# ---- block 1 ----
Fig. 1: block 1, wiring by layer
Drawn at 6 px/micron. Two of the layers only.
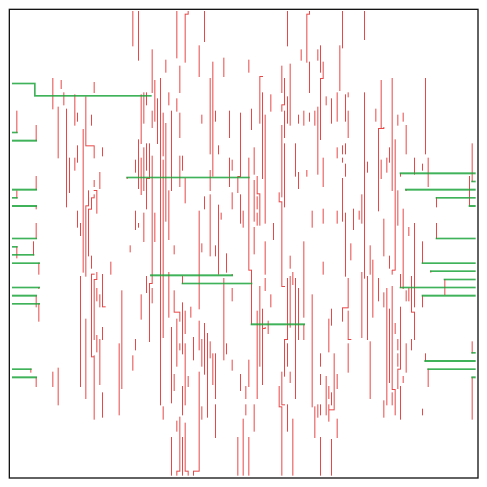

===== src/rtl/vec_serializer.sv =====
// Serialises one vector of up to NUM_ELEMS elements into single-element beats,
// flagging the final element of each vector with send_last.
module vec_serializer #(
    parameter int ELEM_W    = 8,
    parameter int NUM_ELEMS = 4
) (
    input  logic                              clk,
    input  logic                              reset,
    input  logic [ELEM_W*NUM_ELEMS-1:0]       recv_msg,
    input  logic [$clog2(NUM_ELEMS):0]        recv_len,
    input  logic                              recv_val,
    output logic                              recv_rdy,
    output logic [ELEM_W-1:0]                 send_msg,
    output logic                              send_last,
    output logic                              send_val,
    input  logic                              send_rdy,
    output logic                              dbg_state_o
);

    localparam int IW = $clog2(NUM_ELEMS) + 1;
    localparam logic [IW-1:0] MAX_LEN = IW'(NUM_ELEMS);

    // Handshake: a beat moves on a posedge where val && rdy; no val ever
    // depends combinationally on the matching rdy, and send_val, once raised,
    // stays high with a stable payload until the beat is taken.
    typedef enum logic {IDLE, SEND} state_t;

    state_t                                state_q, state_d;
    logic [IW-1:0]                         idx_q, idx_d;
    logic [IW-1:0]                         len_q, len_d;
    logic [NUM_ELEMS-1:0][ELEM_W-1:0]      buf_q, buf_d;
    logic [IW-1:0]                         len_clamped;
    logic                                  is_last;

    assign dbg_state_o = (state_q == SEND);
    assign len_clamped = (recv_len > MAX_LEN) ? MAX_LEN : recv_len;
    assign is_last     = (idx_q == len_q - IW'(1));

    always_ff @(posedge clk) begin
        if (reset) begin
            state_q <= IDLE;
            idx_q   <= '0;
            len_q   <= '0;
            buf_q   <= '0;
        end else begin
            state_q <= state_d;
            idx_q   <= idx_d;
            len_q   <= len_d;
            buf_q   <= buf_d;
        end
    end

    always_comb begin
        state_d   = state_q;
        idx_d     = idx_q;
        len_d     = len_q;
        buf_d     = buf_q;
        recv_rdy  = 1'b0;
        send_val  = 1'b0;
        send_last = 1'b0;
        send_msg  = '0;
        // Outputs are silenced for the whole time reset is held.
        if (!reset) begin
            case (state_q)
                IDLE: begin
                    recv_rdy = 1'b1;
                    if (recv_val) begin
                        buf_d = recv_msg;
                        len_d = len_clamped;
                        idx_d = '0;
                        // A zero-length vector is consumed without emitting anything.
                        if (len_clamped != '0) state_d = SEND;
                    end
                end
                SEND: begin
                    send_val  = 1'b1;
                    send_msg  = buf_q[idx_q[IW-2:0]];
                    send_last = is_last;
                    if (send_rdy) begin
                        if (is_last) state_d = IDLE;
                        else         idx_d   = idx_q + IW'(1);
                    end
                end
                default: state_d = IDLE;
            endcase
        end
    end

endmodule

===== config.mk =====
export PLATFORM = sky130hd
export DESIGN_NAME = vec_serializer
export DESIGN_NICKNAME = d
export VERILOG_FILES = /design/src/rtl/vec_serializer.sv
export SDC_FILE = /design/constraint.sdc
export NUM_CORES = 1
export LEC_CHECK = 0
export CAP_MARGIN = 20
export CELL_PAD_IN_SITES_DETAIL_PLACEMENT = 0
export CELL_PAD_IN_SITES_GLOBAL_PLACEMENT = 1
export CORE_MARGIN = 3
export CORE_UTILIZATION = 34
export DETAILED_ROUTE_END_ITERATION = 10
export PLACE_DENSITY_LB_ADDON = 0.1
export SYNTH_ARGS = -nofsm -noshare
export SYNTH_HDL_FRONTEND = slang
export SYNTH_SLANG_ARGS = --single-unit
export TNS_END_PERCENT = 10

===== constraint.sdc =====
create_clock -name clk -period 1.9 [get_ports clk]
set_input_delay 0.38 -clock clk [delete_from_list [all_inputs] [get_ports clk]]
set_output_delay 0.38 -clock clk [all_outputs]
set_load 0.03 [all_outputs]

# ---- block 2 ----
File: src/rtl/nibble_serial_adder.sv
// Wide adder sequencer: feeds an external 4-bit adder one nibble per cycle.
// Optional OVERFLOW_FLAG_EN adds the registered out_ovf port.
module nibble_serial_adder #(
    parameter int NIBBLES = 4,
    localparam int W = 4 * NIBBLES,
    localparam int IW = (NIBBLES > 1) ? $clog2(NIBBLES) : 1
) (
    input  logic         clk,
    input  logic         rst,
    input  logic         in_valid,
    output logic         in_ready,
    input  logic [W-1:0] in_a,
    input  logic [W-1:0] in_b,
    input  logic         in_cin,
    output logic [3:0]   add_a,
    output logic [3:0]   add_b,
    output logic         add_cin,
    input  logic [3:0]   add_sum,
    input  logic         add_cout,
    output logic         out_valid,
    input  logic         out_ready,
    output logic [W-1:0] out_sum,
    output logic         out_cout
`ifdef OVERFLOW_FLAG_EN
    ,
    output logic         out_ovf
`endif
);

    typedef enum logic [1:0] {
        IDLE,
        RUN,
        DONE
    } state_t;

    state_t state, state_nx;

    logic [IW-1:0] idx;
    logic [NIBBLES-1:0][3:0] opa, opb, res, res_nx;
    logic carry;
    logic [W-1:0] sum_q;
    logic cout_q;
    logic last;

    assign last = (idx == IW'(NIBBLES - 1));

    always_comb begin
        state_nx  = state;
        in_ready  = 1'b0;
        out_valid = 1'b0;
        add_a     = 4'd0;
        add_b     = 4'd0;
        add_cin   = 1'b0;
        unique case (state)
            IDLE: begin
                in_ready = 1'b1;
                if (in_valid) state_nx = RUN;
            end
            RUN: begin
                add_a   = opa[idx];
                add_b   = opb[idx];
                add_cin = carry;
                if (last) state_nx = DONE;
            end
            DONE: begin
                out_valid = 1'b1;
                if (out_ready) state_nx = IDLE;
            end
            default: state_nx = IDLE;
        endcase
    end

    // Kept apart from the decode above: add_sum loops back from add_a externally.
    always_comb begin
        res_nx      = res;
        res_nx[idx] = add_sum;
    end

`ifdef OVERFLOW_FLAG_EN
    logic ovf_q;
    assign out_ovf = ovf_q;
`endif

    always_ff @(posedge clk) begin
        if (rst) begin
            state  <= IDLE;
            idx    <= '0;
            opa    <= '0;
            opb    <= '0;
            res    <= '0;
            carry  <= 1'b0;
            sum_q  <= '0;
            cout_q <= 1'b0;
`ifdef OVERFLOW_FLAG_EN
            ovf_q  <= 1'b0;
`endif
        end else begin
            state <= state_nx;
            unique case (state)
                IDLE: begin
                    if (in_valid) begin
                        opa   <= in_a;
                        opb   <= in_b;
                        carry <= in_cin;
                        idx   <= '0;
                    end
                end
                RUN: begin
                    res   <= res_nx;
                    carry <= add_cout;
                    if (last) begin
                        sum_q  <= res_nx;
                        cout_q <= add_cout;
`ifdef OVERFLOW_FLAG_EN
                        ovf_q  <= (opa[NIBBLES-1][3] == opb[NIBBLES-1][3])
                               && (res_nx[NIBBLES-1][3] != opa[NIBBLES-1][3]);
`endif
                    end else begin
                        idx <= idx + IW'(1);
                    end
                end
                default: ;
            endcase
        end
    end

    assign out_sum  = sum_q;
    assign out_cout = cout_q;

endmodule

File: config.mk
export PLATFORM = sky130hd
export DESIGN_NAME = nibble_serial_adder
export DESIGN_NICKNAME = d
export VERILOG_FILES = /design/src/rtl/nibble_serial_adder.sv
export SDC_FILE = /design/constraint.sdc
export NUM_CORES = 1
export LEC_CHECK = 0
export ABC_AREA = 0
export CORE_UTILIZATION = 35
export DETAILED_ROUTE_END_ITERATION = 10
export PLACE_DENSITY = 0.7
export SETUP_SLACK_MARGIN = 0.02
export SLEW_MARGIN = 10
export SYNTH_ARGS = -nofsm -noshare
export SYNTH_HDL_FRONTEND = slang
export SYNTH_SLANG_ARGS = --single-unit
File: constraint.sdc
create_clock -name clk -period 1.49 [get_ports clk]
set_input_delay 0.3725 -clock clk [delete_from_list [all_inputs] [get_ports clk]]
set_output_delay 0.3725 -clock clk [all_outputs]
set_load 0.005 [all_outputs]
# ---- block 3 ----
===== config.mk =====
export PLATFORM = sky130hd
export DESIGN_NAME = rx_frame_ctrl
export DESIGN_NICKNAME = d
export VERILOG_FILES = /design/src/rtl/rx_frame_ctrl.sv
export SDC_FILE = /design/constraint.sdc
export NUM_CORES = 1
export LEC_CHECK = 0
export CAP_MARGIN = 15
export CORE_ASPECT_RATIO = 2
export CORE_UTILIZATION = 45
export CTS_CLUSTER_DIAMETER = 120
export CTS_CLUSTER_SIZE = 8
export DETAILED_ROUTE_END_ITERATION = 8
export HOLD_SLACK_MARGIN = 0.1
export PLACE_DENSITY_LB_ADDON = 0.15
export SYNTH_ARGS = -nofsm -noshare
export SYNTH_HDL_FRONTEND = slang
export SYNTH_SLANG_ARGS = --single-unit

===== constraint.sdc =====
create_clock -name clk -period 2.5 [get_ports clk]
set_input_delay 0.5 -clock clk [delete_from_list [all_inputs] [get_ports clk]]
set_output_delay 0.5 -clock clk [all_outputs]
set_load 0.05 [all_outputs]

===== src/rtl/rx_frame_ctrl.sv =====
// Receive-path sequencer: hunts preamble + SFD on the CDR bit stream, captures the
// PHR length, and pushes exactly that many PSDU bytes (LSB-first) into the RX FIFO.
module rx_frame_ctrl #(
  parameter int          WIDTH    = 8,
  parameter logic [7:0]  SFD      = 8'hA7,
  parameter int          PRE_BITS = 32,
  parameter int          TIMEOUT  = 1024
) (
  input  logic             clk,
  input  logic             reset_n,
  input  logic             cdr_en,
  input  logic             bit_valid,
  input  logic             bit_data,
  input  logic             fifo_full,
  output logic             fifo_wr_en,
  output logic [WIDTH-1:0] fifo_wr_data,
  output logic [6:0]       frame_len,
  output logic             busy,
  output logic             frame_done,
  output logic             frame_err,
  output logic [1:0]       err_code,
  output logic [1:0]       dbg_state
);

  typedef enum logic [1:0] {IDLE = 2'd0, HUNT = 2'd1, LEN = 2'd2, DATA = 2'd3} state_t;

  localparam int ZW = $clog2(PRE_BITS + 1);
  localparam int TW = $clog2(TIMEOUT) + 1;
  localparam int BW = $clog2(WIDTH);

  state_t           state;
  logic [WIDTH-1:0] shreg;
  logic [WIDTH-1:0] next_byte;
  logic [WIDTH-1:0] byte_q;
  logic [ZW-1:0]    zero_cnt;
  logic             pre_ok;
  logic [2:0]       sfd_cnt;
  logic [BW-1:0]    bit_cnt;
  logic [6:0]       byte_cnt;
  logic [TW-1:0]    idle_cnt;
  logic             byte_pend;
  logic             full_q;

  // New bits enter at the MSB so a completed byte reads LSB-first.
  always_comb begin
    next_byte = {bit_data, shreg[WIDTH-1:1]};
  end

  assign busy      = (state == LEN) || (state == DATA);
  assign dbg_state = state;

  always_ff @(posedge clk or negedge reset_n) begin
    if (!reset_n) begin
      state        <= IDLE;
      shreg        <= '0;
      byte_q       <= '0;
      zero_cnt     <= '0;
      pre_ok       <= 1'b0;
      sfd_cnt      <= '0;
      bit_cnt      <= '0;
      byte_cnt     <= '0;
      idle_cnt     <= '0;
      byte_pend    <= 1'b0;
      full_q       <= 1'b0;
      fifo_wr_en   <= 1'b0;
      fifo_wr_data <= '0;
      frame_len    <= '0;
      frame_done   <= 1'b0;
      frame_err    <= 1'b0;
      err_code     <= '0;
    end else begin
      fifo_wr_en <= 1'b0;
      frame_done <= 1'b0;
      frame_err  <= 1'b0;
      if (!cdr_en) begin
        state     <= IDLE;
        shreg     <= '0;
        zero_cnt  <= '0;
        pre_ok    <= 1'b0;
        sfd_cnt   <= '0;
        bit_cnt   <= '0;
        byte_cnt  <= '0;
        idle_cnt  <= '0;
        byte_pend <= 1'b0;
        full_q    <= 1'b0;
      end else begin
        if (bit_valid && state != IDLE) shreg <= next_byte;
        case (state)
          IDLE: state <= HUNT;
          HUNT: begin
            if (bit_valid) begin
              if (sfd_cnt != 3'd0) begin
                if (sfd_cnt == 3'd7) begin
                  // Window complete; hunt counters restart whether or not it matched.
                  if (next_byte[7:0] == SFD) begin
                    state    <= LEN;
                    bit_cnt  <= '0;
                    idle_cnt <= '0;
                    err_code <= 2'd0;
                  end
                  pre_ok   <= 1'b0;
                  zero_cnt <= '0;
                  sfd_cnt  <= '0;
                end else begin
                  sfd_cnt <= sfd_cnt + 3'd1;
                end
              end else if (bit_data) begin
                zero_cnt <= '0;
                if (pre_ok) sfd_cnt <= 3'd1;
              end else if (zero_cnt != ZW'(PRE_BITS)) begin
                zero_cnt <= zero_cnt + 1'b1;
                if (zero_cnt == ZW'(PRE_BITS - 1)) pre_ok <= 1'b1;
              end
            end
          end
          LEN: begin
            if (bit_valid) begin
              idle_cnt <= '0;
              bit_cnt  <= bit_cnt + 1'b1;
              if (bit_cnt == BW'(WIDTH - 1)) begin
                bit_cnt   <= '0;
                frame_len <= next_byte[6:0];
                if (next_byte[6:0] == 7'd0) begin
                  frame_err <= 1'b1;
                  err_code  <= 2'd1;
                  state     <= HUNT;
                end else begin
                  byte_cnt <= '0;
                  state    <= DATA;
                end
              end
            end else if (idle_cnt + 1'b1 == TW'(TIMEOUT)) begin
              frame_err <= 1'b1;
              err_code  <= 2'd3;
              idle_cnt  <= '0;
              state     <= HUNT;
            end else begin
              idle_cnt <= idle_cnt + 1'b1;
            end
          end
          DATA: begin
            // A byte completed on the previous edge is written (or rejected) here.
            if (byte_pend) begin
              byte_pend <= 1'b0;
              if (full_q) begin
                frame_err <= 1'b1;
                err_code  <= 2'd2;
                state     <= HUNT;
              end else begin
                fifo_wr_en   <= 1'b1;
                fifo_wr_data <= byte_q;
                byte_cnt     <= byte_cnt + 7'd1;
                if (byte_cnt + 7'd1 == frame_len) begin
                  frame_done <= 1'b1;
                  state      <= HUNT;
                end
              end
            end
            if (bit_valid) begin
              idle_cnt <= '0;
              bit_cnt  <= bit_cnt + 1'b1;
              if (bit_cnt == BW'(WIDTH - 1)) begin
                bit_cnt   <= '0;
                byte_pend <= 1'b1;
                full_q    <= fifo_full;
                byte_q    <= next_byte;
              end
            end else if (idle_cnt + 1'b1 == TW'(TIMEOUT)) begin
              frame_err <= 1'b1;
              err_code  <= 2'd3;
              idle_cnt  <= '0;
              byte_pend <= 1'b0;
              state     <= HUNT;
            end else begin
              idle_cnt <= idle_cnt + 1'b1;
            end
          end
          default: state <= IDLE;
        endcase
      end
    end
  end

endmodule


Fig. 2: block 1, pin map
Drawn at 6 px/micron. Pins as bars across the die edge, other pins in grey.
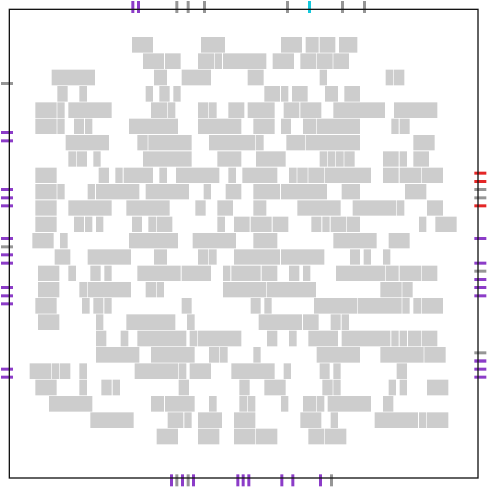
Purple shows recv_msg, pins 32, direction input, edge 13 west, 9 south, 8 east, 2 north. Red shows recv_len, pins 3, direction input, edge east. Cyan shows send_rdy, pins 1, direction input, edge north.

Notes on Fig. 1 above:
Green shows metal 3, wire length 221 microns. Red shows metal 2, wire length 1960 microns.

==> results.txt, block 1 <==
Summary of the current implementation state.

- After detailed routing, the number of remaining DRC violations is 0.
- Final hold analysis gives a worst-case slack of ~0.45 ns.
- The flow ran to the end, but the final reports show violations.
- The post-route utilization of the core is recorded as 0.518.
- The initial core utilization is 0.362, for reference.
- For this run, the number of standard cells in the final layout without fillers is roughly 330.
- The chip height is about 78 microns, for reference.
- The wire length on met1 is 2010 microns, for reference.
- After layout, the worst setup slack is -0.0278 ns.
- Per STA, the worst path accumulates the most delay in the family multiplexers.
- The antenna diode count is 0, for reference.
- The final reports fail on setup timing.
- The number of design-rule violations left by the first detailed-router iteration is 59, for reference.
- The register bank with the most flops is buf_q, for reference.
- Ranked by instance count, the synthesized netlist is headed by sky130_fd_sc_hd__nand2_1, sky130_fd_sc_hd__dfxtp_1, sky130_fd_sc_hd__a21oi_1.
- Port buffering added 50 buffers.
- In this run the tightest slew margin relative to its limit is 0.792.
- Per the final layout report, the fraction of cells sized above drive strength 1 comes to 0.205.
- The total of endpoints with negative setup slack in the final report is 6, for reference.
- The final number of hold-violating endpoints is 0, for reference.
-- block 1: final cells by class --
type	instances	area, sq um
Fill cell	469	2330
Multi-Input combinational cell	148	933
Sequential cell	39	786
Timing Repair Buffer	67	623
Tap cell	67	83.8
Clock buffer	6	72.6
Inverter	4	15.0
-- block 1: where the power goes --
part	leakage [uW]	total (uW)	internal (uW)	switching, uW
logic	0.000601	315	173	142
clock network	0.0000371	501	245	256
registers	0.000322	889	863	25.4
total	0.000959	1700	1280	424
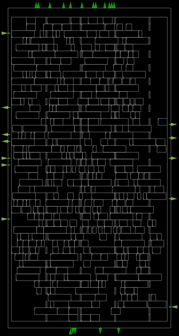
Fig. 3. Cell outlines without signal wires (block 3).
Tap Cells: 94
number of fillers in the final layout: 708

==> results.txt, block 3 <==
Summary of the current implementation state.

- The run finished with clean final reports.
- The post-synthesis share of cell area spent on xor and xnor gates is 0.0460, for reference.
- Yosys stat counts around 360 cells in the synthesized netlist.
- In this run the cell area of the synthesized design comes to approximately 0.0036 sq mm.
- The detailed-route vias per instance is 5.62, for reference.
- The switching part of the total power is 0.246, for reference.
- The total combinational power is 261 uW, for reference.
- The wire length per cell is 15.9 microns, for reference.
- Per the synthesis report, the simple-gate share of the synthesized area is 0.180.
- In the power breakdown, the internal column shows 2130 uW.
- Summed over all failing endpoints, the final setup total negative slack is 0 ns.
- The core region is 0.00766 sq mm.
- The highest-delay cell along the critical path is sky130_fd_sc_hd__a311oi_4, for reference.
- Per the OpenROAD floorplan log, the height of the die is 129 microns.
- The total via count after detailed routing is 2829, for reference.
- The via count of the first global-routing pass is roughly 2800, for reference.
- Setup repair after global routing left no endpoint under its margin.
- The cell-mix breakdown from Yosys lists the compound-gate area share as 0.146.
- The detailed-route wire length is 8010 microns, for reference.
- The final design was reported to hold multi-input combinational gates totalling 261.
- As logged by OpenROAD, the buffers inserted on ports number 28.
- met1 track demand over resource after global routing is 0.244.
- The startpoint type of the worst setup path is a flop, for reference.
- The classification of the worst setup path is flop to flop, for reference.
- The number of synthesized register bits is roughly 70, for reference.
- The register bank with the most flops is idle_cnt, for reference.
- The peak per-stage delay on the critical path is 0.46 ns, for reference.
- The sequential share of cell area is 0.396, for reference.
- For this design the static power due to leakage is 0.00208 uW.
- The final number of hold-violating endpoints is 0, for reference.
- Per the final report, the share of cell area in clock cells is 0.0728.
- The worst-case vdd ir drop is 0.000605 V, for reference.
- The routed design uses about 180 microns of met3 wire.
- The detailed router reports a met2 wire length of 4400 microns.
- The antenna diode count is 0, for reference.
- The clock group power is 1380 uW, for reference.
- The post-synthesis area per instance is 10.1 sq um, for reference.
- The worst clock skew is 0.00514 ns, for reference.
- Broken down by cell family, the worst path's largest delay share belongs to AND-OR/OR-AND gates.
- Per the GRT congestion report, total overflow comes to 0.
- The power per standard cell area is 640 mW/mm^2, for reference.
- The number of sequential cells is 70, for reference.
- The buffer type at the clock tree root is sky130_fd_sc_hd__clkbuf_16, for reference.
- The share of the clock period used by the worst path is 0.929, for reference.
==> block 3: cell usage after synthesis (all sizes together), types with 9 or more instances <==
cell type   n
mux2i      10
nand2      42
inv        14
o21ai      25
xnor2      12
nor2       35
a21oi      10
dfrtp      70
nand3      16
ha          9
mux2       16
==> block 3: kinds of logic after synthesis <==
logic type               count (synthesis)
XOR/XNOR                                19
AND-OR/OR-AND                           75
adder cells (fa/ha/maj)                  9
buffers and inverters                   26
multiplexers                            26
AND/OR/NAND/NOR                        132
flip-flops                              70
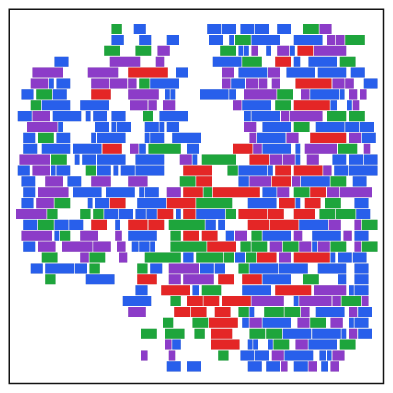
Fig. 4. Sizing map (block 2).
Drawn at 4 px/micron.
Purple shows _2 cells, cells 107, share 25%, most used a21oi_2. Green shows _3 and _4 cells, cells 78, share 18%, most used buf_4. Blue shows _0 and _1 cells, cells 195, share 45%, most used dfxtp_1. Red shows _6 and larger, cells 51, share 12%, most used buf_6.

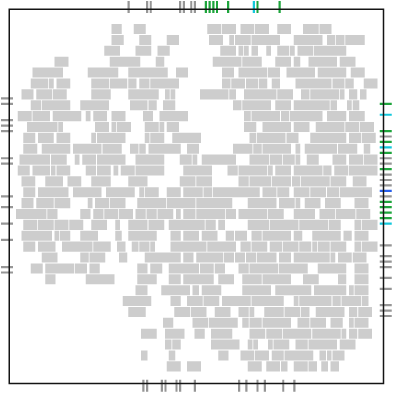
Fig. 5. Pin map (block 2).
Drawn at 4 px/micron. Pins as bars across the die edge, other pins in grey.
Green shows in_a, pins 16, direction input, edge 9 east, 7 north. Blue shows in_cin, pins 1, direction input, edge east. Cyan shows add_a, pins 4, direction output, edge 3 east, 1 north.
All pins by edge: 29 east, 15 north, 13 south, 13 west.

==> results.txt, block 2 <==
Summary of the current implementation state.

- The wire length of the first global-routing pass is roughly 12000 microns, for reference.
- The largest net degree at the start of global routing is 37, for reference.
- Note that the worst hold path type here is input port to flop.
- The combinational fraction of the cell area is 0.392, for reference.
- The run finished, with violations left.
- The number of clock sinks is 66, for reference.
- The number of buffers added by the clock tree synthesis step is 9, for reference.
- The checks that failed: setup timing.
- After layout, the buffer instance count without clock buffers stands at between 100 and 150.
- After synthesis, the cell types taking the most area are sky130_fd_sc_hd__dfxtp_1, sky130_fd_sc_hd__nand2_1, sky130_fd_sc_hd__mux2i_1.
- The worst reg-to-reg setup slack is -0.30 ns, for reference.
- Once detailed placement completed, the half-perimeter wirelength came to 4550 microns.
- The dominant cell by count in the synthesized netlist is sky130_fd_sc_hd__nand2_1, for reference.
- The count of final max-slew check failures is 0, for reference.
- The final timing report counts setup violations totalling ~60.
- The internal power of the cells is just under 3000 uW, for reference.
- The post-synthesis adder-cell area fraction is 0.0172, for reference.
- The slack of the critical path is -0.554 ns, for reference.
- The final timing report lists clock skew as 0.00808 ns.
- After floorplanning, the core was sized to cover approximately 0.0079 sq mm.
- The wire length on met1 is 3790 microns, for reference.
- The area fraction in and, or, nand and nor cells is 0.186, for reference.
- Setup repair after global routing could not meet its margin everywhere.
- The end of the worst register-to-register path is idx[0], for reference.
- The highest metal layer used by the detailed router is met4, for reference.
- The post-route worst hold slack is ~0.35 ns, for reference.
- Measured on the final layout, buffering overhead outside the clock network stands at 0.284.
- TritonCTS built the clock tree.
- The biggest area consumer among synthesized cells is sky130_fd_sc_hd__dfxtp_1, for reference.
- The met3 routing resource usage after global routing is 0.0528, for reference.
- Warnings reported by Yosys during synthesis add up to 0.
- The total cell area reported by yosys after synthesis is 0.00291 sq mm, for reference.
- The cell count listed in synth_stat.txt is about 310, for reference.
- In this run the cell area measured after placement is 0.00382 sq mm.
- The detail route stage leaves a number of antenna-violating nets equal to 0.
-- block 2: how the worst max path moves through the flow --
stage | from | end | slack (ns) | cells after the start
global route | idx[0] | add_a[3] | -0.60 | 5
detailed placement | idx[0] | add_a[0] | -0.53 | 3
finish | idx[0] | add_a[3] | -0.55 | 5
CTS | idx[0] | add_b[1] | -0.51 | 5
floorplan | idx[0] | add_a[0] | -0.009 | 3
global placement | idx[0] | add_a[2] | -0.52 | 3

# ---- block 4 ----
Fig. 6: block 4, wiring by layer
Drawn at 3 px/micron. Two of the layers only.
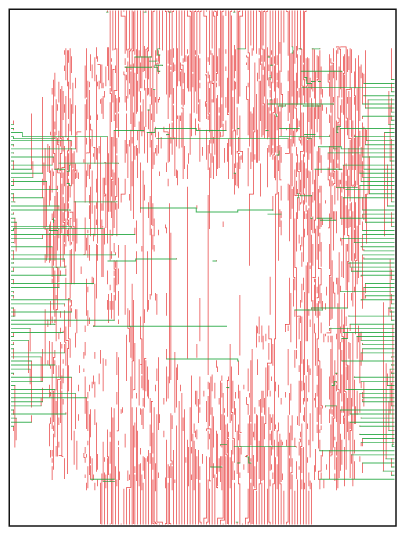

**src/rtl/ex_mem_stage_if.sv**
```systemverilog
// EX->MEM pipeline bundle: execute-side inputs, MEM-side payload, redirect,
// forwarding and exception signals. The stage itself uses the slave modport.
interface ex_mem_stage_if #(
   parameter int XLEN       = 32,
   parameter int REG_ADDR_W = 5
);
   logic                  in_valid;
   logic                  in_ready;
   logic [XLEN-1:0]       alu_res;
   logic                  alu_zero;
   logic                  alu_illegal;
   logic [XLEN-1:0]       in_pc;
   logic [REG_ADDR_W-1:0] in_rd;
   logic                  in_regwrite;
   logic                  in_memread;
   logic                  in_memwrite;
   logic [XLEN-1:0]       in_store_data;
   logic [1:0]            in_br_type;
   logic [XLEN-1:0]       in_br_target;
   logic                  flush;

   logic                  out_valid;
   logic                  out_ready;
   logic [XLEN-1:0]       out_res;
   logic [XLEN-1:0]       out_store_data;
   logic [REG_ADDR_W-1:0] out_rd;
   logic                  out_regwrite;
   logic                  out_memread;
   logic                  out_memwrite;

   logic                  redirect;
   logic [XLEN-1:0]       redirect_pc;

   logic                  fwd_en;
   logic [REG_ADDR_W-1:0] fwd_rd;
   logic [XLEN-1:0]       fwd_data;

   logic                  exc_pending;
   logic [XLEN-1:0]       exc_pc;
   logic                  exc_ack;

   modport master (
      output in_valid, alu_res, alu_zero, alu_illegal, in_pc, in_rd,
             in_regwrite, in_memread, in_memwrite, in_store_data,
             in_br_type, in_br_target, flush, out_ready, exc_ack,
      input  in_ready, out_valid, out_res, out_store_data, out_rd,
             out_regwrite, out_memread, out_memwrite, redirect, redirect_pc,
             fwd_en, fwd_rd, fwd_data, exc_pending, exc_pc
   );

   modport slave (
      input  in_valid, alu_res, alu_zero, alu_illegal, in_pc, in_rd,
             in_regwrite, in_memread, in_memwrite, in_store_data,
             in_br_type, in_br_target, flush, out_ready, exc_ack,
      output in_ready, out_valid, out_res, out_store_data, out_rd,
             out_regwrite, out_memread, out_memwrite, redirect, redirect_pc,
             fwd_en, fwd_rd, fwd_data, exc_pending, exc_pc
   );
endinterface

```
**src/rtl/ex_mem_stage.sv**
```systemverilog
// EX/MEM pipeline register: captures ALU output and metadata, resolves branches
// into a one-cycle redirect, and turns illegal ops into a sticky exception.
module ex_mem_stage #(
   parameter int XLEN       = 32,
   parameter int REG_ADDR_W = 5
) (
   input logic           clk,
   input logic           rst_n,
   ex_mem_stage_if.slave bus
);
   logic                  out_valid_reg,      out_valid_next;
   logic [XLEN-1:0]       out_res_reg,        out_res_next;
   logic [XLEN-1:0]       out_store_data_reg, out_store_data_next;
   logic [REG_ADDR_W-1:0] out_rd_reg,         out_rd_next;
   logic                  out_regwrite_reg,   out_regwrite_next;
   logic                  out_memread_reg,    out_memread_next;
   logic                  out_memwrite_reg,   out_memwrite_next;
   logic                  redirect_reg,       redirect_next;
   logic [XLEN-1:0]       redirect_pc_reg,    redirect_pc_next;
   logic                  exc_pending_reg,    exc_pending_next;
   logic [XLEN-1:0]       exc_pc_reg,         exc_pc_next;

   logic in_ready;
   logic accept;
   logic taken;

   // Readiness depends only on registered state, never on in_valid.
   assign in_ready = !exc_pending_reg && (!out_valid_reg || bus.out_ready);
   assign accept   = bus.in_valid && in_ready;
   assign taken    = ((bus.in_br_type == 2'd1) &&  bus.alu_zero) ||
                     ((bus.in_br_type == 2'd2) && !bus.alu_zero) ||
                      (bus.in_br_type == 2'd3);

   always_comb begin
      out_valid_next      = out_valid_reg;
      out_res_next        = out_res_reg;
      out_store_data_next = out_store_data_reg;
      out_rd_next         = out_rd_reg;
      out_regwrite_next   = out_regwrite_reg;
      out_memread_next    = out_memread_reg;
      out_memwrite_next   = out_memwrite_reg;
      redirect_next       = 1'b0;
      redirect_pc_next    = '0;
      exc_pending_next    = exc_pending_reg;
      exc_pc_next         = exc_pc_reg;

      if (accept) begin
         if (bus.flush || bus.alu_illegal) begin
            // Bubble: no writeback, no memory access, no redirect.
            out_valid_next    = 1'b0;
            out_regwrite_next = 1'b0;
            out_memread_next  = 1'b0;
            out_memwrite_next = 1'b0;
            if (!bus.flush) begin
               exc_pending_next = 1'b1;
               exc_pc_next      = bus.in_pc;
            end
         end else begin
            out_valid_next      = 1'b1;
            out_res_next        = bus.alu_res;
            out_store_data_next = bus.in_store_data;
            out_rd_next         = bus.in_rd;
            out_regwrite_next   = bus.in_regwrite;
            out_memread_next    = bus.in_memread;
            out_memwrite_next   = bus.in_memwrite;
            redirect_next       = taken;
            redirect_pc_next    = taken ? bus.in_br_target : '0;
         end
      end else if (out_valid_reg && bus.out_ready) begin
         out_valid_next = 1'b0;
      end

      // No accept can happen while pending, so set and clear never collide.
      if (exc_pending_reg && bus.exc_ack) begin
         exc_pending_next = 1'b0;
      end
   end

   always_ff @(posedge clk or negedge rst_n) begin
      if (!rst_n) begin
         out_valid_reg      <= 1'b0;
         out_res_reg        <= '0;
         out_store_data_reg <= '0;
         out_rd_reg         <= '0;
         out_regwrite_reg   <= 1'b0;
         out_memread_reg    <= 1'b0;
         out_memwrite_reg   <= 1'b0;
         redirect_reg       <= 1'b0;
         redirect_pc_reg    <= '0;
         exc_pending_reg    <= 1'b0;
         exc_pc_reg         <= '0;
      end else begin
         out_valid_reg      <= out_valid_next;
         out_res_reg        <= out_res_next;
         out_store_data_reg <= out_store_data_next;
         out_rd_reg         <= out_rd_next;
         out_regwrite_reg   <= out_regwrite_next;
         out_memread_reg    <= out_memread_next;
         out_memwrite_reg   <= out_memwrite_next;
         redirect_reg       <= redirect_next;
         redirect_pc_reg    <= redirect_pc_next;
         exc_pending_reg    <= exc_pending_next;
         exc_pc_reg         <= exc_pc_next;
      end
   end

   assign bus.in_ready       = in_ready;
   assign bus.out_valid      = out_valid_reg;
   assign bus.out_res        = out_res_reg;
   assign bus.out_store_data = out_store_data_reg;
   assign bus.out_rd         = out_rd_reg;
   assign bus.out_regwrite   = out_regwrite_reg;
   assign bus.out_memread    = out_memread_reg;
   assign bus.out_memwrite   = out_memwrite_reg;
   assign bus.redirect       = redirect_reg;
   assign bus.redirect_pc    = redirect_pc_reg;
   assign bus.exc_pending    = exc_pending_reg;
   assign bus.exc_pc         = exc_pc_reg;

   // Forwarding taps the registered payload only.
   assign bus.fwd_en   = out_valid_reg && out_regwrite_reg && (out_rd_reg != '0);
   assign bus.fwd_rd   = out_rd_reg;
   assign bus.fwd_data = out_res_reg;
endmodule

```
**src/flat_wrapper.sv**
```systemverilog
// flat-port wrapper written by rule: the top's interface ports become plain ports
module ex_mem_stage_flat 
#(
   parameter int XLEN       = 32,
   parameter int REG_ADDR_W = 5
)
  (clk, rst_n, bus_in_valid, bus_alu_res, bus_alu_zero, bus_alu_illegal, bus_in_pc, bus_in_rd, bus_in_regwrite, bus_in_memread, bus_in_memwrite, bus_in_store_data, bus_in_br_type, bus_in_br_target, bus_flush, bus_out_ready, bus_exc_ack, bus_in_ready, bus_out_valid, bus_out_res, bus_out_store_data, bus_out_rd, bus_out_regwrite, bus_out_memread, bus_out_memwrite, bus_redirect, bus_redirect_pc, bus_fwd_en, bus_fwd_rd, bus_fwd_data, bus_exc_pending, bus_exc_pc);
  ex_mem_stage_if #(.XLEN(XLEN), .REG_ADDR_W(REG_ADDR_W)) bus_i ();
  input logic clk;
  input logic rst_n;
  input wire logic [$bits(bus_i.in_valid)-1:0] bus_in_valid;
  input wire logic [$bits(bus_i.alu_res)-1:0] bus_alu_res;
  input wire logic [$bits(bus_i.alu_zero)-1:0] bus_alu_zero;
  input wire logic [$bits(bus_i.alu_illegal)-1:0] bus_alu_illegal;
  input wire logic [$bits(bus_i.in_pc)-1:0] bus_in_pc;
  input wire logic [$bits(bus_i.in_rd)-1:0] bus_in_rd;
  input wire logic [$bits(bus_i.in_regwrite)-1:0] bus_in_regwrite;
  input wire logic [$bits(bus_i.in_memread)-1:0] bus_in_memread;
  input wire logic [$bits(bus_i.in_memwrite)-1:0] bus_in_memwrite;
  input wire logic [$bits(bus_i.in_store_data)-1:0] bus_in_store_data;
  input wire logic [$bits(bus_i.in_br_type)-1:0] bus_in_br_type;
  input wire logic [$bits(bus_i.in_br_target)-1:0] bus_in_br_target;
  input wire logic [$bits(bus_i.flush)-1:0] bus_flush;
  input wire logic [$bits(bus_i.out_ready)-1:0] bus_out_ready;
  input wire logic [$bits(bus_i.exc_ack)-1:0] bus_exc_ack;
  output wire logic [$bits(bus_i.in_ready)-1:0] bus_in_ready;
  output wire logic [$bits(bus_i.out_valid)-1:0] bus_out_valid;
  output wire logic [$bits(bus_i.out_res)-1:0] bus_out_res;
  output wire logic [$bits(bus_i.out_store_data)-1:0] bus_out_store_data;
  output wire logic [$bits(bus_i.out_rd)-1:0] bus_out_rd;
  output wire logic [$bits(bus_i.out_regwrite)-1:0] bus_out_regwrite;
  output wire logic [$bits(bus_i.out_memread)-1:0] bus_out_memread;
  output wire logic [$bits(bus_i.out_memwrite)-1:0] bus_out_memwrite;
  output wire logic [$bits(bus_i.redirect)-1:0] bus_redirect;
  output wire logic [$bits(bus_i.redirect_pc)-1:0] bus_redirect_pc;
  output wire logic [$bits(bus_i.fwd_en)-1:0] bus_fwd_en;
  output wire logic [$bits(bus_i.fwd_rd)-1:0] bus_fwd_rd;
  output wire logic [$bits(bus_i.fwd_data)-1:0] bus_fwd_data;
  output wire logic [$bits(bus_i.exc_pending)-1:0] bus_exc_pending;
  output wire logic [$bits(bus_i.exc_pc)-1:0] bus_exc_pc;
  assign bus_i.in_valid = bus_in_valid;
  assign bus_i.alu_res = bus_alu_res;
  assign bus_i.alu_zero = bus_alu_zero;
  assign bus_i.alu_illegal = bus_alu_illegal;
  assign bus_i.in_pc = bus_in_pc;
  assign bus_i.in_rd = bus_in_rd;
  assign bus_i.in_regwrite = bus_in_regwrite;
  assign bus_i.in_memread = bus_in_memread;
  assign bus_i.in_memwrite = bus_in_memwrite;
  assign bus_i.in_store_data = bus_in_store_data;
  assign bus_i.in_br_type = bus_in_br_type;
  assign bus_i.in_br_target = bus_in_br_target;
  assign bus_i.flush = bus_flush;
  assign bus_i.out_ready = bus_out_ready;
  assign bus_i.exc_ack = bus_exc_ack;
  assign bus_in_ready = bus_i.in_ready;
  assign bus_out_valid = bus_i.out_valid;
  assign bus_out_res = bus_i.out_res;
  assign bus_out_store_data = bus_i.out_store_data;
  assign bus_out_rd = bus_i.out_rd;
  assign bus_out_regwrite = bus_i.out_regwrite;
  assign bus_out_memread = bus_i.out_memread;
  assign bus_out_memwrite = bus_i.out_memwrite;
  assign bus_redirect = bus_i.redirect;
  assign bus_redirect_pc = bus_i.redirect_pc;
  assign bus_fwd_en = bus_i.fwd_en;
  assign bus_fwd_rd = bus_i.fwd_rd;
  assign bus_fwd_data = bus_i.fwd_data;
  assign bus_exc_pending = bus_i.exc_pending;
  assign bus_exc_pc = bus_i.exc_pc;
  ex_mem_stage #(.XLEN(XLEN), .REG_ADDR_W(REG_ADDR_W)) u_core (.clk(clk), .rst_n(rst_n), .bus(bus_i));
endmodule
```
**config.mk**
```make
export PLATFORM = sky130hd
export DESIGN_NAME = ex_mem_stage_flat
export DESIGN_NICKNAME = d
export VERILOG_FILES = /design/src/rtl/ex_mem_stage_if.sv /design/src/rtl/ex_mem_stage.sv /design/src/flat_wrapper.sv
export SDC_FILE = /design/constraint.sdc
export NUM_CORES = 1
export LEC_CHECK = 0
export ABC_AREA = 1
export CORE_ASPECT_RATIO = 1.4
export CORE_MARGIN = 10
export CORE_UTILIZATION = 34
export DETAILED_ROUTE_END_ITERATION = 10
export PLACE_DENSITY = 0.76
export SLEW_MARGIN = 5
export SYNTH_ARGS = -nofsm -noshare
export SYNTH_HDL_FRONTEND = slang
export SYNTH_SLANG_ARGS = --single-unit
```
**constraint.sdc**
```tcl
create_clock -name clk -period 1.2 [get_ports clk]
set_input_delay 0.24 -clock clk [delete_from_list [all_inputs] [get_ports clk]]
set_output_delay 0.24 -clock clk [all_outputs]
set_load 0.01 [all_outputs]
```
# ---- block 5 ----
<file path="src/rtl/mips_cpu_pkg.sv">
// Shared CPU types: ALU opcodes, mul/div opcodes and mul/div sequencer states.
// Latency: n/a (types and constants only).
// Backpressure: n/a.
package mips_cpu_pkg;

  // Single-cycle ALU operation select.
  typedef enum logic [3:0] {
    ALU_ADD  = 4'd0,
    ALU_SUB  = 4'd1,
    ALU_AND  = 4'd2,
    ALU_OR   = 4'd3,
    ALU_XOR  = 4'd4,
    ALU_NOR  = 4'd5,
    ALU_SLT  = 4'd6,
    ALU_SLTU = 4'd7,
    ALU_SLL  = 4'd8,
    ALU_SRL  = 4'd9,
    ALU_SRA  = 4'd10,
    ALU_LUI  = 4'd11
  } alu_op_t;

  // Mul/div unit operation select; encodings 6 and 7 are no-ops.
  typedef enum logic [2:0] {
    MULT  = 3'd0,
    MULTU = 3'd1,
    DIV   = 3'd2,
    DIVU  = 3'd3,
    MTHI  = 3'd4,
    MTLO  = 3'd5
  } muldiv_op_t;

  typedef enum logic [1:0] {
    IDLE = 2'd0,
    CALC = 2'd1,
    FIX  = 2'd2
  } muldiv_state_t;

  localparam int MULDIV_ITERS = 32;

endpackage

</file>
<file path="src/rtl/mips_cpu_muldiv_if.sv">
// CPU <-> mul/div request/status bundle; master = CPU control, slave = mul/div unit.
// Latency: n/a (wiring only).
// Backpressure: CPU holds start/op/op_a/op_b while busy is high.
interface mips_cpu_muldiv_if #(
  parameter int DATA_WIDTH = 32
);
  logic                  start;
  logic [2:0]            op;
  logic [DATA_WIDTH-1:0] op_a;
  logic [DATA_WIDTH-1:0] op_b;
  logic                  busy;
  logic                  done;
  logic [DATA_WIDTH-1:0] hi;
  logic [DATA_WIDTH-1:0] lo;

  modport master (
    output start, op, op_a, op_b,
    input  busy, done, hi, lo
  );

  modport slave (
    input  start, op, op_a, op_b,
    output busy, done, hi, lo
  );
endinterface

</file>
<file path="src/rtl/mips_cpu_muldiv_step.sv">
// One iteration of shift-add multiply or restoring divide on the shared 2W accumulator.
// Latency: combinational.
// Backpressure: none; the sequencer decides when the result is registered.
// Ports: is_div selects divide; acc is {upper,lower} working register; m is multiplicand
// (multiply) or divisor (divide); acc_next is the accumulator after one step.
module mips_cpu_muldiv_step #(
  parameter int DATA_WIDTH = 32
) (
  input  logic                    is_div,
  input  logic [2*DATA_WIDTH-1:0] acc,
  input  logic [DATA_WIDTH-1:0]   m,
  output logic [2*DATA_WIDTH-1:0] acc_next
);
  localparam int W = DATA_WIDTH;

  logic [W:0] sum;
  logic [W:0] rs;
  logic [W:0] diff;

  always_comb begin
    sum      = '0;
    rs       = '0;
    diff     = '0;
    acc_next = acc;
    if (!is_div) begin
      // Multiply: acc = {partial product, remaining multiplier bits}. Add the
      // multiplicand into the upper half when the multiplier LSB is set, then
      // shift the whole thing right so the carry lands in the top bit.
      sum      = {1'b0, acc[2*W-1:W]} + (acc[0] ? {1'b0, m} : {(W+1){1'b0}});
      acc_next = {sum, acc[W-1:1]};
    end else begin
      // Divide: acc = {partial remainder, dividend/quotient}. Shift the next
      // dividend bit into the remainder and keep the subtraction only if it
      // does not go negative; the quotient bit enters at the bottom.
      rs   = {acc[2*W-1:W], acc[W-1]};
      diff = rs - {1'b0, m};
      if (!diff[W]) begin
        acc_next = {diff[W-1:0], acc[W-2:0], 1'b1};
      end else begin
        acc_next = {rs[W-1:0], acc[W-2:0], 1'b0};
      end
    end
  end
endmodule

</file>
<file path="src/rtl/mips_cpu_muldiv.sv">
// Multi-cycle MULT/MULTU/DIV/DIVU unit owning HI/LO; MTHI/MTLO write directly.
// Latency: 33 cycles start->done for mul/div, 1 cycle for divide by zero, MTHI/MTLO next edge.
// Backpressure: busy high while computing; any start seen while busy is ignored.
// Ports: clk, reset (sync, active low), bus (slave side: start/op/op_a/op_b in,
// busy/done/hi/lo out).
module mips_cpu_muldiv
  import mips_cpu_pkg::*;
#(
  parameter int DATA_WIDTH = 32
) (
  input  logic               clk,
  input  logic               reset,
  mips_cpu_muldiv_if.slave   bus
);
  localparam int W     = DATA_WIDTH;
  localparam int CNT_W = $clog2(W);
  localparam logic [CNT_W-1:0] LAST_ITER = CNT_W'(W - 1);

  muldiv_state_t     state;
  logic [CNT_W-1:0]  counter;
  logic [2*W-1:0]    acc;
  logic [2*W-1:0]    acc_next;
  logic [W-1:0]      mreg;
  logic [W-1:0]      raw_a;
  logic              is_div;
  logic              neg_q;
  logic              neg_r;
  logic              div_zero;

  muldiv_op_t        op_in;
  logic              signed_op;
  logic              a_neg;
  logic              b_neg;
  logic [W-1:0]      a_mag;
  logic [W-1:0]      b_mag;
  logic              b_zero;

  logic [W-1:0]      fix_hi;
  logic [W-1:0]      fix_lo;
  logic [2*W-1:0]    prod_neg;

  assign bus.busy = (state != IDLE);

  // Operand conditioning at the start edge: signed ops work on magnitudes
  // and remember the signs for the final correction.
  always_comb begin
    op_in     = muldiv_op_t'(bus.op);
    signed_op = (op_in == MULT) || (op_in == DIV);
    a_neg     = signed_op & bus.op_a[W-1];
    b_neg     = signed_op & bus.op_b[W-1];
    a_mag     = a_neg ? (~bus.op_a + W'(1)) : bus.op_a;
    b_mag     = b_neg ? (~bus.op_b + W'(1)) : bus.op_b;
    b_zero    = (bus.op_b == '0);
  end

  mips_cpu_muldiv_step #(
    .DATA_WIDTH (W)
  ) u_step (
    .is_div   (is_div),
    .acc      (acc),
    .m        (mreg),
    .acc_next (acc_next)
  );

  // Result formatting for the FIX edge.
  always_comb begin
    prod_neg = ~acc + (2*W)'(1);
    fix_hi   = '0;
    fix_lo   = '0;
    if (div_zero) begin
      // Divide by zero: fixed quotient, raw dividend as remainder, no sign fixup.
      fix_lo = '1;
      fix_hi = raw_a;
    end else if (is_div) begin
      fix_lo = neg_q ? (~acc[W-1:0] + W'(1))   : acc[W-1:0];
      fix_hi = neg_r ? (~acc[2*W-1:W] + W'(1)) : acc[2*W-1:W];
    end else begin
      {fix_hi, fix_lo} = neg_q ? prod_neg : acc;
    end
  end

  always_ff @(posedge clk) begin
    if (!reset) begin
      state    <= IDLE;
      counter  <= '0;
      acc      <= '0;
      mreg     <= '0;
      raw_a    <= '0;
      is_div   <= 1'b0;
      neg_q    <= 1'b0;
      neg_r    <= 1'b0;
      div_zero <= 1'b0;
      bus.hi   <= '0;
      bus.lo   <= '0;
      bus.done <= 1'b0;
    end else begin
      bus.done <= 1'b0;
      case (state)
        IDLE: begin
          if (bus.start) begin
            case (op_in)
              MTHI: bus.hi <= bus.op_a;
              MTLO: bus.lo <= bus.op_a;
              MULT, MULTU: begin
                is_div   <= 1'b0;
                div_zero <= 1'b0;
                mreg     <= a_mag;
                acc      <= {{W{1'b0}}, b_mag};
                neg_q    <= a_neg ^ b_neg;
                neg_r    <= 1'b0;
                counter  <= '0;
                state    <= CALC;
              end
              DIV, DIVU: begin
                is_div   <= 1'b1;
                div_zero <= b_zero;
                mreg     <= b_mag;
                acc      <= {{W{1'b0}}, a_mag};
                raw_a    <= bus.op_a;
                neg_q    <= a_neg ^ b_neg;
                neg_r    <= a_neg;
                counter  <= '0;
                // Nothing to iterate on a zero divisor; finish on the next edge.
                state    <= b_zero ? FIX : CALC;
              end
              default: ;
            endcase
          end
        end
        CALC: begin
          acc     <= acc_next;
          counter <= counter + CNT_W'(1);
          if (counter == LAST_ITER) begin
            state <= FIX;
          end
        end
        FIX: begin
          bus.hi   <= fix_hi;
          bus.lo   <= fix_lo;
          bus.done <= 1'b1;
          state    <= IDLE;
        end
        default: state <= IDLE;
      endcase
    end
  end
endmodule

</file>
<file path="src/flat_wrapper.sv">
// flat-port wrapper written by rule: the top's interface ports become plain ports
module mips_cpu_muldiv_flat import mips_cpu_pkg::*;
#(
  parameter int DATA_WIDTH = 32
)
  (clk, reset, bus_start, bus_op, bus_op_a, bus_op_b, bus_busy, bus_done, bus_hi, bus_lo);
  mips_cpu_muldiv_if #(.DATA_WIDTH(DATA_WIDTH)) bus_i ();
  input  logic clk;
  input  logic reset;
  input wire logic [$bits(bus_i.start)-1:0] bus_start;
  input wire logic [$bits(bus_i.op)-1:0] bus_op;
  input wire logic [$bits(bus_i.op_a)-1:0] bus_op_a;
  input wire logic [$bits(bus_i.op_b)-1:0] bus_op_b;
  output wire logic [$bits(bus_i.busy)-1:0] bus_busy;
  output wire logic [$bits(bus_i.done)-1:0] bus_done;
  output wire logic [$bits(bus_i.hi)-1:0] bus_hi;
  output wire logic [$bits(bus_i.lo)-1:0] bus_lo;
  assign bus_i.start = bus_start;
  assign bus_i.op = bus_op;
  assign bus_i.op_a = bus_op_a;
  assign bus_i.op_b = bus_op_b;
  assign bus_busy = bus_i.busy;
  assign bus_done = bus_i.done;
  assign bus_hi = bus_i.hi;
  assign bus_lo = bus_i.lo;
  mips_cpu_muldiv #(.DATA_WIDTH(DATA_WIDTH)) u_core (.clk(clk), .reset(reset), .bus(bus_i));
endmodule
</file>
<file path="config.mk">
export PLATFORM = sky130hd
export DESIGN_NAME = mips_cpu_muldiv_flat
export DESIGN_NICKNAME = d
export VERILOG_FILES = /design/src/rtl/mips_cpu_pkg.sv /design/src/rtl/mips_cpu_muldiv_if.sv /design/src/rtl/mips_cpu_muldiv_step.sv /design/src/rtl/mips_cpu_muldiv.sv /design/src/flat_wrapper.sv
export SDC_FILE = /design/constraint.sdc
export NUM_CORES = 1
export LEC_CHECK = 0
export CORE_ASPECT_RATIO = 1.5
export CORE_MARGIN = 2
export CORE_UTILIZATION = 35
export CTS_CLUSTER_DIAMETER = 30
export DETAILED_ROUTE_END_ITERATION = 12
export GPL_TIMING_DRIVEN = 0
export PLACE_DENSITY = 0.61
export SYNTH_ARGS = -nofsm -noshare
export SYNTH_HDL_FRONTEND = slang
export SYNTH_SLANG_ARGS = --single-unit
</file>
<file path="constraint.sdc">
create_clock -name clk -period 3 [get_ports clk]
set_input_delay 0.3 -clock clk [delete_from_list [all_inputs] [get_ports clk]]
set_output_delay 0.3 -clock clk [all_outputs]
set_load 0.1 [all_outputs]
</file>
Fig. 7: block 5, nets reached from selected ports
Drawn at 1 px/micron.
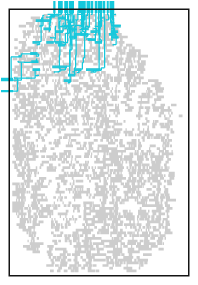
Cyan shows bus_hi, direction output, edge 29 north, 3 west, end cells 32, buffers 32, wire 1470 microns.

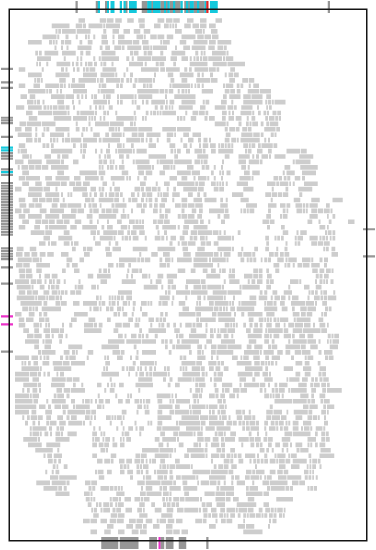
Fig. 8. Pin map (block 5).
Drawn at 2 px/micron. Pins as bars across the die edge, other pins in grey.
Red shows bus_done, pins 1, direction output, edge north. Cyan shows bus_hi, pins 32, direction output, edge 29 north, 3 west. Magenta shows bus_op, pins 3, direction input, edge 2 west, 1 south.
All pins by edge: 54 north, 45 west, 35 south, 2 east.

==> results.txt, block 5 <==
Summary of the current implementation state.

- For the final database, setup skew stands at between 0.03 and 0.04 ns.
- The depth of the most critical reg-to-reg path is 12, for reference.
- The timing report notes that buffer and inverter cells on the critical path total 1.
- The wire length per cell is 26.4 microns, for reference.
- The worst reg-to-reg setup slack is -0.34 ns, for reference.
- Of the post-synthesis cell area, the part taken by muxes is 0.0550.
- By count the netlist is led by sky130_fd_sc_hd__nand2_1, sky130_fd_sc_hd__nor2_1, sky130_fd_sc_hd__dfxtp_1.
- The final reports fail on setup timing.
- Final hold analysis gives a worst-case slack of about 0.074 ns.
- In the Yosys report the total cell count is 2140.
- Per the synthesis report, the adder-cell share of the synthesized area is 0.0576.
- The global routing report lists met3 layer usage as 0.0374.
- The completed layout was analyzed and its total power is 10200 uW.
- The number of clock sinks is between 200 and 250, for reference.
- The worst-case vdd ir drop is 0.000643 V, for reference.
- For this floorplan the total number of well-tap instances is 582.
- The worst hold path begins at bus_op_a[31].
- The number of antenna violations at the first check in global routing is 1, for reference.
- Leaving out the clock tree, the finished layout contains a buffer count of 342.
- The power per standard cell area is ~490 mW/mm^2, for reference.
- The largest register by flop count is u_core.acc.
- The largest fanout on the critical path is 8, for reference.
- The combined area of the multi-input logic cells is roughly 0.012 sq mm, for reference.
- The flow ran to the end, but the final reports show violations.
- The via count of the first global-routing pass is 17700, for reference.
- In the final layout, flip-flops and latches occupy 0.00414 sq mm.
- The standby leakage power is 0.00772 uW, for reference.
- The slack of the critical path is -0.345 ns, for reference.
- The worst setup path is launched from a flop.
- Of the total power, combinational logic draws 0.224.
- The layout report gives the register share of total cell area as 0.198.
- The area added between synthesis and finish is 31.4%, for reference.
- The layer flagged by global routing as most heavily used is met2.
- Of the total power, the clock network draws 0.486.
- By instance count, the leading cell after synthesis is sky130_fd_sc_hd__nand2_1.
- Entering global routing, the biggest net connects 13 pins.
- The multi-input logic cell count is 1711, for reference.
- Per the post-synthesis stats, the area per cell is 7.43 sq um.
- The met2 routing resource usage after global routing is 0.567, for reference.
- Buffers added to address setup during post-CTS repair amount to 34.
- The final-layout non-clock buffer area share is 0.117, for reference.
- In this run, synthesis inferred 0 flip-flops with an integrated enable.
- The post-route report lists met1 wire length as between 20000 and 30000 microns.
- Synthesis produced a netlist with a net count of 2282.
- The number of antenna diodes in the final layout is 0.
- Of all the cell area in the finished design, the clock network holds 0.0711.
- The net count of the finished layout is 2497.
- The number of synthesized register bits is 204, for reference.
- The final report lists the setup-violating endpoint count as 47.
[block 5: metrics by stage]
| stage | setup TNS, ns | worst slack, ns |
|---|---|---|
| 2_1_floorplan | 0 | 0.00288 |
| 3_3_place_gp | -89.29 | -1.18 |
| 3_5_place_dp | -92.75 | -1.25 |
| 4_1_cts | -6.61 | -0.290 |
| 5_1_grt | -12.36 | -0.392 |
| 6_report | -7.94 | -0.345 |
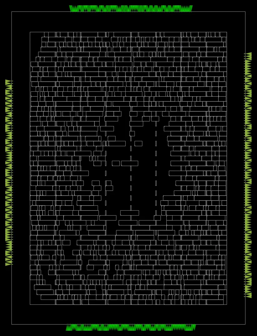
Fig. 9. Cell outlines without signal wires (block 4).
Core Area: 0.0162 sq mm
number of fillers in the final layout: 1061
Non-Filler Instances: 1243
share of cell area taken by flip-flops and latches: 0.300
Tap Cells: 199

About Fig. 6:
Green shows metal 3, wire length 2300 microns. Red shows metal 2, wire length 15000 microns.

==> results.txt, block 4 <==
Summary of the current implementation state.

- The area of all sequential standard cells is 0.00348 sq mm, for reference.
- The share of the clock period used by the worst path is 1.30, for reference.
- The number of clock buffers added by TritonCTS is 17.
- The biggest area consumer among synthesized cells is sky130_fd_sc_hd__dfrtp_1, for reference.
- The end-of-flow timing check tallies setup violations at around 180.
- The highest-count logic cell in the final layout is sky130_fd_sc_hd__clkdlybuf4s50_1, for reference.
- The number of nets still failing antenna checks after routing is 0, for reference.
- Once routing completed, OpenROAD measured the worst setup slack at -0.360 ns.
- The run finished, with violations left.
- The clock network contribution to total cell area is 0.0493, for reference.
- The fraction of power consumed by sequential logic is 0.351, for reference.
- In this run the post-CTS setup repair buffer count came out at 38.
- The final timing report lists clock skew as 0.0104 ns.
- met1 track demand over resource after global routing is 0.217.
- The number of design-rule violations left by the first detailed-router iteration is 367, for reference.
- The launch instance of the worst register-to-register path is u_core.bus.out_valid, for reference.
- For this design the top-level I/O count stands at 324.
- The synthesis log from Yosys contains 0 warnings.
- The checks that failed: setup timing.
- In the placement report, post-DP HPWL is listed as 16200 microns.
- The worst setup path is launched from a flop.
- The worst-skew pair later-pin latency is roughly 0.41 ns, for reference.
- The synthesis run identifies the leading combinational cell family as simple AND/OR/NAND/NOR gates.
- met2 track demand over resource after global routing is 0.384.
## block 4: worst max-delay path by stage
stage,from,to,slack [ns],depth (start not counted)
floorplan,u_core.bus.out_valid,bus_in_ready,-0.01,2
global placement,bus_out_ready,bus_in_ready,-0.49,4
detailed placement,bus_out_ready,bus_in_ready,-0.50,4
CTS,u_core.bus.fwd_rd[2],bus_fwd_en,-0.36,5
global route,u_core.bus.fwd_rd[3],bus_fwd_en,-0.42,5
finish,u_core.bus.out_valid,u_core.bus.out_store_data[1],-0.36,10


## Gallery

Wiring by layer.
(a)
Drawn at 4 px/micron. Two of the layers only.
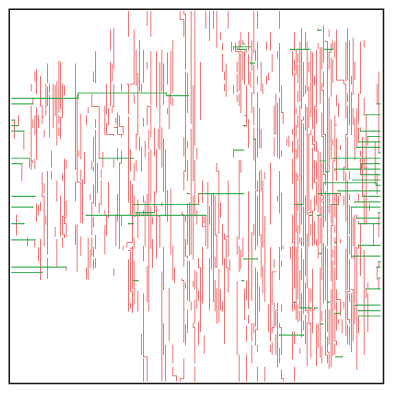
(b)
Drawn at 4 px/micron. Two of the layers only.
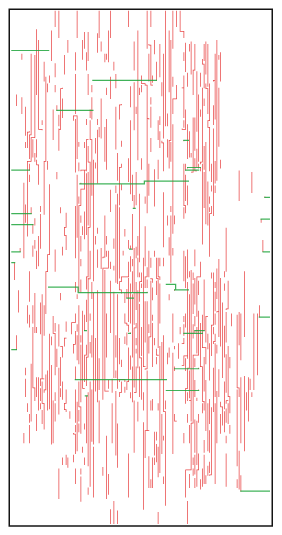
(c)
Drawn at 2 px/micron. Two of the layers only.
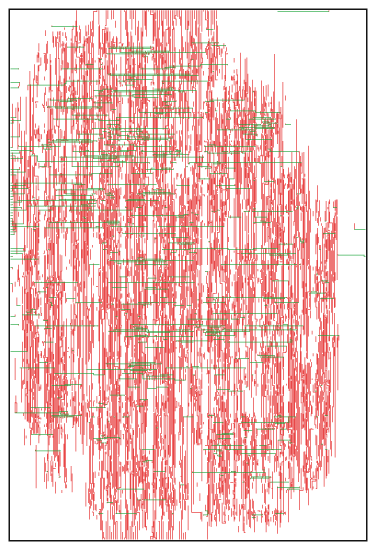
Of these, least wire: (b)
Of these, most wire: (c)
block 3 -> (b)
block 5 -> (c)
block 2 -> (a)

Power figures rest on the tool's default switching activity, not on a simulated workload.
